# design 1

==> config.mk <==
export PLATFORM = sky130hd
export DESIGN_NAME = ccw_rx
export DESIGN_NICKNAME = d
export VERILOG_FILES = /design/src/rtl/ccw_rx.sv
export SDC_FILE = /design/constraint.sdc
export NUM_CORES = 1
export LEC_CHECK = 0
export CORE_ASPECT_RATIO = 0.8
export CORE_MARGIN = 2
export CORE_UTILIZATION = 61
export DETAILED_ROUTE_END_ITERATION = 8
export PLACE_DENSITY = 0.86
export SLEW_MARGIN = 20
export SYNTH_ARGS = -nofsm -noshare
export SYNTH_HDL_FRONTEND = slang
export SYNTH_SLANG_ARGS = --single-unit
==> constraint.sdc <==
create_clock -name clk -period 3.3 [get_ports clk]
set_input_delay 0.33 -clock clk [delete_from_list [all_inputs] [get_ports clk]]
set_output_delay 0.33 -clock clk [all_outputs]
set_load 0.05 [all_outputs]
==> src/rtl/ccw_rx.sv <==
// CCW frame receiver: checks LEN/CSUM framing, buffers the payload and drains it over valid/ready.
// Optional inter-byte timeout enabled by defining CCW_RX_TIMEOUT_EN.
module ccw_rx #(
    parameter int unsigned MAX_LEN = 16,
    parameter int unsigned TIMEOUT = 4800,
    parameter int unsigned TW      = 13
) (
    input  logic       clk,
    input  logic       n_rst,
    input  logic       sof,
    input  logic [7:0] din,
    input  logic       din_vld,
    output logic [7:0] q,
    output logic       q_vld,
    input  logic       q_rdy,
    output logic       q_last,
    output logic       ccw_accepted,
    output logic       ccw_repeat_req,
    output logic [1:0] err_code,
    output logic       busy
);

    localparam int unsigned AW = (MAX_LEN > 1) ? $clog2(MAX_LEN) : 1;
    localparam logic [7:0] MaxLen8 = 8'(MAX_LEN);

    if (MAX_LEN < 1 || MAX_LEN > 255) begin : g_bad_max_len
        $error("ccw_rx: MAX_LEN must be 1..255");
    end
    if (TW < 1 || TW > 32 || (TW < 32 && TIMEOUT >= (64'd1 << TW))) begin : g_bad_tw
        $error("ccw_rx: TW too narrow for TIMEOUT");
    end

    typedef enum logic [2:0] {StIdle, StLen, StData, StCsum, StDrain} state_e;

    state_e     state_q, state_d, cur_state;
    logic [7:0] len_q, len_d;
    logic [7:0] sum_q, sum_d;
    logic [7:0] widx_q, widx_d;
    logic [7:0] ridx_q, ridx_d;
    logic       acc_q, acc_d;
    logic       rep_q, rep_d;
    logic [1:0] err_q, err_d;
    logic       restart, wr_en, in_rx;
    logic [7:0] mem [2**AW];

    // sof outside DRAIN abandons whatever is in flight and treats this cycle as LEN
    assign restart   = sof && (state_q != StDrain);
    assign cur_state = restart ? StLen : state_q;
    assign in_rx     = state_q inside {StLen, StData, StCsum};

`ifdef CCW_RX_TIMEOUT_EN
    localparam logic [TW-1:0] TimeoutLast = TW'(TIMEOUT - 1);
    logic [TW-1:0] cnt_q, cnt_d;
    logic          timeout_hit;

    assign cnt_d       = (!in_rx || restart || din_vld) ? '0 : cnt_q + 1'b1;
    assign timeout_hit = in_rx && !restart && !din_vld && (cnt_q == TimeoutLast);

    always_ff @(posedge clk) begin
        if (!n_rst) cnt_q <= '0;
        else        cnt_q <= cnt_d;
    end
`else
    logic timeout_hit;
    assign timeout_hit = 1'b0;
`endif

    always_comb begin
        state_d = state_q;
        len_d   = len_q;
        sum_d   = sum_q;
        widx_d  = widx_q;
        ridx_d  = ridx_q;
        acc_d   = 1'b0;
        rep_d   = 1'b0;
        err_d   = err_q;
        wr_en   = 1'b0;
        case (cur_state)
            StIdle: ;
            StLen: begin
                state_d = StLen;
                if (din_vld) begin
                    if (din == 8'd0 || din > MaxLen8) begin
                        state_d = StIdle;
                        rep_d   = 1'b1;
                        err_d   = 2'd1;
                    end else begin
                        state_d = StData;
                        len_d   = din;
                        sum_d   = din;
                        widx_d  = 8'd0;
                    end
                end
            end
            StData: begin
                if (din_vld) begin
                    wr_en  = 1'b1;
                    sum_d  = sum_q + din;
                    widx_d = widx_q + 8'd1;
                    if (widx_q == len_q - 8'd1) state_d = StCsum;
                end
            end
            StCsum: begin
                if (din_vld) begin
                    if (din == sum_q) begin
                        state_d = StDrain;
                        acc_d   = 1'b1;
                        ridx_d  = 8'd0;
                    end else begin
                        state_d = StIdle;
                        rep_d   = 1'b1;
                        err_d   = 2'd2;
                    end
                end
            end
            StDrain: begin
                // overrun: the new frame is dropped, the drain carries on
                if (sof) begin
                    rep_d = 1'b1;
                    err_d = 2'd0;
                end
                if (q_rdy) begin
                    if (ridx_q == len_q - 8'd1) begin
                        state_d = StIdle;
                        ridx_d  = 8'd0;
                    end else begin
                        ridx_d = ridx_q + 8'd1;
                    end
                end
            end
            default: state_d = StIdle;
        endcase
        if (timeout_hit) begin
            state_d = StIdle;
            rep_d   = 1'b1;
            err_d   = 2'd3;
        end
    end

    always_ff @(posedge clk) begin
        if (!n_rst) begin
            state_q <= StIdle;
            len_q   <= 8'd0;
            sum_q   <= 8'd0;
            widx_q  <= 8'd0;
            ridx_q  <= 8'd0;
            acc_q   <= 1'b0;
            rep_q   <= 1'b0;
            err_q   <= 2'd0;
        end else begin
            state_q <= state_d;
            len_q   <= len_d;
            sum_q   <= sum_d;
            widx_q  <= widx_d;
            ridx_q  <= ridx_d;
            acc_q   <= acc_d;
            rep_q   <= rep_d;
            err_q   <= err_d;
        end
    end

    always_ff @(posedge clk) begin
        if (n_rst && wr_en) mem[widx_q[AW-1:0]] <= din;
    end

    assign q_vld          = (state_q == StDrain);
    assign q              = q_vld ? mem[ridx_q[AW-1:0]] : 8'd0;
    assign q_last         = q_vld && (ridx_q == len_q - 8'd1);
    assign ccw_accepted   = acc_q;
    assign ccw_repeat_req = rep_q;
    assign err_code       = err_q;
    assign busy           = (state_q != StIdle);

endmodule

==> results.yml <==
# synthesis and place-and-route metrics
power:
  vdd_ir_drop_max_mv: 0.391
  combinationalPower_uw: 146
  p_per_area_nw_per_um2: 510
  maxPowerGroup: "registers"
cells_and_area:
  fill_cells: 741
  buf_share: 0.0587
  nNetsFinal: 605
  n_all_buffers: 60
worst_setup_path:
  slowest_delay_ns: 0.59
  crit_required_ns: 2.97
placed_design:
  placed_area_um2: 8250
  place.port_buffers: 27
yosys:
  edf_count: 128
  yosys_cells: 526
timing:
  post-route-period-util: 0.961
  fmax_ghz: 0.315
  worstMarginPinSlew_ns: 0.660
floorplan:
  rows: 36
  fp-utilization: 0.624
  chipWidth_um: 129
outcome:
  status: "complete, no violations"
global_routing:
  grt_antenna_before_repair: 0
  grt_use_total: 0.293
Figure 1. M1 wires (design 1).
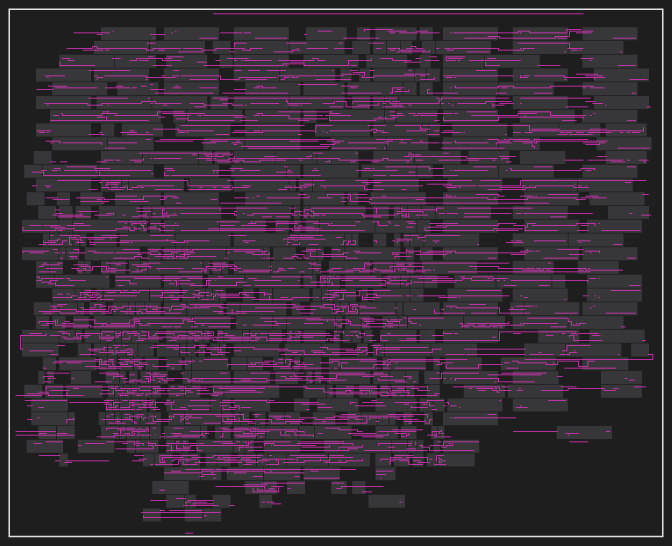
nets with wire on the layer: 578
wire length on this layer: 6880 µm
longest straight run: 73.1 µm
main direction: horizontal
M1 GR Usage: 0.388
Via Count: 4959

Figure 2. The metal 2 layer (design 1).
Bar = 50 µm.
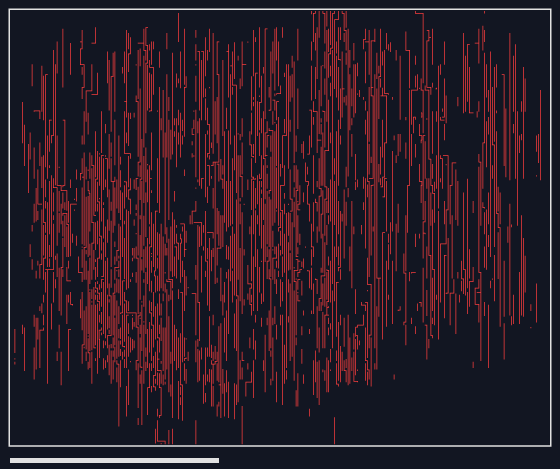
longest straight run: 65.3 µm
wire length on this layer: 8920 µm
nets with wire on the layer: 544
met2 Use GR: 0.459
WL final: 18.5 mm


# design 2

Figure 3. Signal wires on met3 (design 2).
Bar = 50 µm.
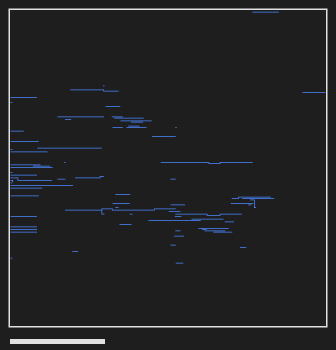
Figure 4. M1 wires (design 2).
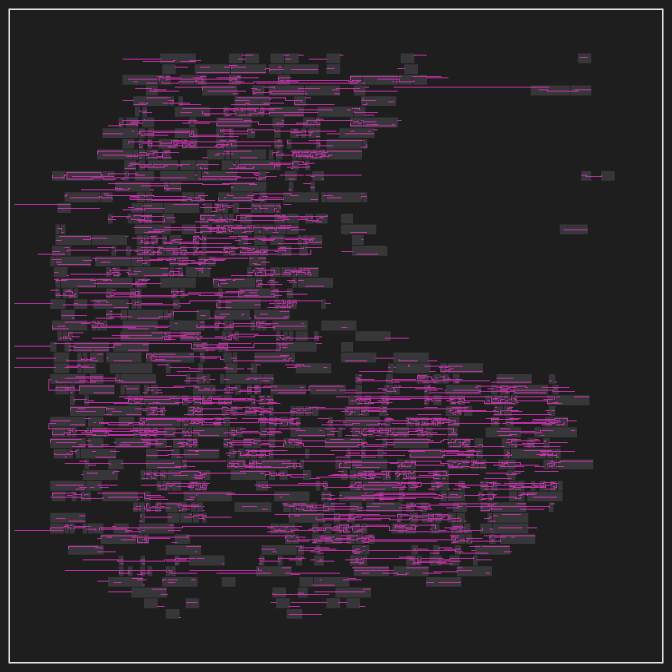
Figure 5. Clock nets (design 2).
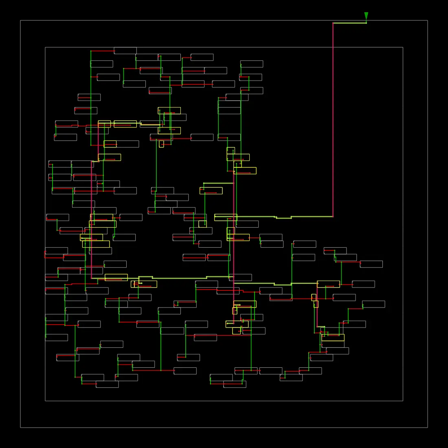
[src/rtl/rom_loader.sv]
// Loads a framed byte stream (A5, LEN_HI, LEN_LO, LEN words as HI/LO, XOR checksum) into the
// instruction ROM from address 0, and holds the CPU in reset until a frame loads cleanly.
module rom_loader #(
  parameter int ADDR_W    = 15,
  parameter int MAX_WORDS = 32768,
  parameter int TIMEOUT   = 100000
) (
  input  logic              clk_in,
  input  logic              reset,
  input  logic [7:0]        rx_data,
  input  logic              rx_valid,
  output logic              rx_ready,
  output logic              rom_we,
  output logic [ADDR_W-1:0] rom_addr,
  output logic [15:0]       rom_wdata,
  output logic              cpu_reset,
  output logic              busy,
  output logic              done,
  output logic              error
);

  localparam logic [2:0] S_IDLE    = 3'd0;
  localparam logic [2:0] S_LEN_HI  = 3'd1;
  localparam logic [2:0] S_LEN_LO  = 3'd2;
  localparam logic [2:0] S_DATA_HI = 3'd3;
  localparam logic [2:0] S_DATA_LO = 3'd4;
  localparam logic [2:0] S_CHECK   = 3'd5;
  localparam logic [2:0] S_DONE    = 3'd6;
  localparam logic [2:0] S_ERR     = 3'd7;

  localparam logic [7:0]  SYNC    = 8'hA5;
  localparam logic [16:0] MAX_LEN = 17'(MAX_WORDS);
  localparam logic [31:0] TO_LAST = 32'(TIMEOUT - 1);

  logic [2:0]        state_q, state_d;
  logic [15:0]       len_q, len_d;
  logic [7:0]        hi_q, hi_d;
  logic [7:0]        chk_q, chk_d;
  logic [15:0]       wcnt_q, wcnt_d;
  logic [31:0]       tcnt_q, tcnt_d;
  logic              we_q, we_d;
  logic [ADDR_W-1:0] addr_q, addr_d;
  logic [15:0]       wdata_q, wdata_d;
  logic              cpu_q, cpu_d;
  logic              busy_q, busy_d;
  logic              done_q, done_d;
  logic              err_q, err_d;
  logic              acc;
  logic [15:0]       len_new;

  // Ready whenever out of reset; the loader never back-pressures.
  assign rx_ready = reset;
  assign acc      = rx_valid & rx_ready;
  assign len_new  = {len_q[15:8], rx_data};

  always_comb begin
    state_d = state_q;
    len_d   = len_q;
    hi_d    = hi_q;
    chk_d   = chk_q;
    wcnt_d  = wcnt_q;
    tcnt_d  = tcnt_q;
    we_d    = 1'b0;
    addr_d  = addr_q;
    wdata_d = wdata_q;
    cpu_d   = cpu_q;
    busy_d  = busy_q;
    done_d  = done_q;
    err_d   = err_q;

    case (state_q)
      S_IDLE, S_DONE, S_ERR: begin
        if (acc && rx_data == SYNC) begin
          state_d = S_LEN_HI;
          chk_d   = 8'h00;
          wcnt_d  = 16'd0;
          addr_d  = '0;
          tcnt_d  = 32'd0;
          busy_d  = 1'b1;
          cpu_d   = 1'b1;
          done_d  = 1'b0;
          err_d   = 1'b0;
        end
      end
      S_LEN_HI: begin
        if (acc) begin
          len_d   = {rx_data, len_q[7:0]};
          state_d = S_LEN_LO;
        end
      end
      S_LEN_LO: begin
        if (acc) begin
          len_d = len_new;
          if (len_new == 16'd0) begin
            state_d = S_CHECK;
          end else if ({1'b0, len_new} > MAX_LEN) begin
            state_d = S_ERR;
            busy_d  = 1'b0;
            err_d   = 1'b1;
          end else begin
            state_d = S_DATA_HI;
          end
        end
      end
      S_DATA_HI: begin
        if (acc) begin
          hi_d    = rx_data;
          chk_d   = chk_q ^ rx_data;
          state_d = S_DATA_LO;
        end
      end
      S_DATA_LO: begin
        if (acc) begin
          chk_d   = chk_q ^ rx_data;
          we_d    = 1'b1;
          addr_d  = wcnt_q[ADDR_W-1:0];
          wdata_d = {hi_q, rx_data};
          wcnt_d  = wcnt_q + 16'd1;
          state_d = (wcnt_q == len_q - 16'd1) ? S_CHECK : S_DATA_HI;
        end
      end
      S_CHECK: begin
        if (acc) begin
          busy_d = 1'b0;
          if (rx_data == chk_q) begin
            state_d = S_DONE;
            done_d  = 1'b1;
            cpu_d   = 1'b0;
          end else begin
            state_d = S_ERR;
            err_d   = 1'b1;
          end
        end
      end
      default: state_d = S_IDLE;
    endcase

    // Inactivity watchdog: only runs while a frame is open; written words stay in the ROM.
    if (busy_q) begin
      if (acc) begin
        tcnt_d = 32'd0;
      end else if (tcnt_q == TO_LAST) begin
        state_d = S_ERR;
        busy_d  = 1'b0;
        err_d   = 1'b1;
        cpu_d   = 1'b1;
      end else begin
        tcnt_d = tcnt_q + 32'd1;
      end
    end
  end

  always_ff @(posedge clk_in or negedge reset) begin
    if (!reset) begin
      state_q <= S_IDLE;
      len_q   <= 16'd0;
      hi_q    <= 8'h00;
      chk_q   <= 8'h00;
      wcnt_q  <= 16'd0;
      tcnt_q  <= 32'd0;
      we_q    <= 1'b0;
      addr_q  <= '0;
      wdata_q <= 16'd0;
      cpu_q   <= 1'b1;
      busy_q  <= 1'b0;
      done_q  <= 1'b0;
      err_q   <= 1'b0;
    end else begin
      state_q <= state_d;
      len_q   <= len_d;
      hi_q    <= hi_d;
      chk_q   <= chk_d;
      wcnt_q  <= wcnt_d;
      tcnt_q  <= tcnt_d;
      we_q    <= we_d;
      addr_q  <= addr_d;
      wdata_q <= wdata_d;
      cpu_q   <= cpu_d;
      busy_q  <= busy_d;
      done_q  <= done_d;
      err_q   <= err_d;
    end
  end

  assign rom_we    = we_q;
  assign rom_addr  = addr_q;
  assign rom_wdata = wdata_q;
  assign cpu_reset = cpu_q;
  assign busy      = busy_q;
  assign done      = done_q;
  assign error     = err_q;

endmodule
[config.mk]
export PLATFORM = sky130hd
export DESIGN_NAME = rom_loader
export DESIGN_NICKNAME = d
export VERILOG_FILES = /design/src/rtl/rom_loader.sv
export SDC_FILE = /design/constraint.sdc
export NUM_CORES = 1
export LEC_CHECK = 0
export CAP_MARGIN = 20
export CORE_MARGIN = 10
export CORE_UTILIZATION = 30
export DETAILED_ROUTE_END_ITERATION = 7
export GPL_TIMING_DRIVEN = 0
export SLEW_MARGIN = 20
export SYNTH_ARGS = -nofsm -noshare
export SYNTH_HDL_FRONTEND = slang
export SYNTH_SLANG_ARGS = --single-unit
[constraint.sdc]
create_clock -name clk_in -period 3.1 [get_ports clk_in]
set_input_delay 0.31 -clock clk_in [delete_from_list [all_inputs] [get_ports clk_in]]
set_output_delay 0.31 -clock clk_in [all_outputs]
set_load 0.005 [all_outputs]
==> results.yml <==
# synthesis and place-and-route metrics
yosys:
  synth_cell_types: 59
  ys_area_um2: 6390
  synth_seq_share: 0.466
  topCombFamilyByArea: "simple AND/OR/NAND/NOR gates"
  yosys_cells: 728
  ys_sh_mux: 0.0157
timing:
  worstMarginPinSlew_ns: 0.994
  whs_ns: 0.134
  post-route-period-util: 0.937
cells_and_area:
  comb_share: 0.401
  n_all_buffers: 92
  buf_share: 0.0923
  antenna_cells: 0
global_routing:
  grt_max_degree: 89
drt:
  ant_nets: 0
  wl_met1_mm: 7.93
  drtIter0Drc: 317
  wl_mm: 17.0
worst_setup_path:
  path_max_fanout: 88
  path_buffers: 6
power:
  total_power_mw: 5.96
  p_per_area_nw_per_um2: 766
outcome:
  status: "complete, no violations"
placed_design:
  place.port_buffers: 39
flow_run:
  warnings: 26
cts:
  h-tree-depth: 4
floorplan:
  core_area_um2: 21000
Notes on Figure 3 above:
main direction: horizontal
nets with wire on the layer: 56

Notes on Figure 4 above:
nets with wire on the layer: 748
wire length on this layer: 7930 µm
share of all routed wire: 47%
main direction: horizontal

Notes on Figure 5 above:
CTS Buf Count: 17
Clock group: 1.97 mW
Clock Skew: 0.0126 ns
Seq Cell Count: 119


Power is estimated from default activity; no workload was simulated.
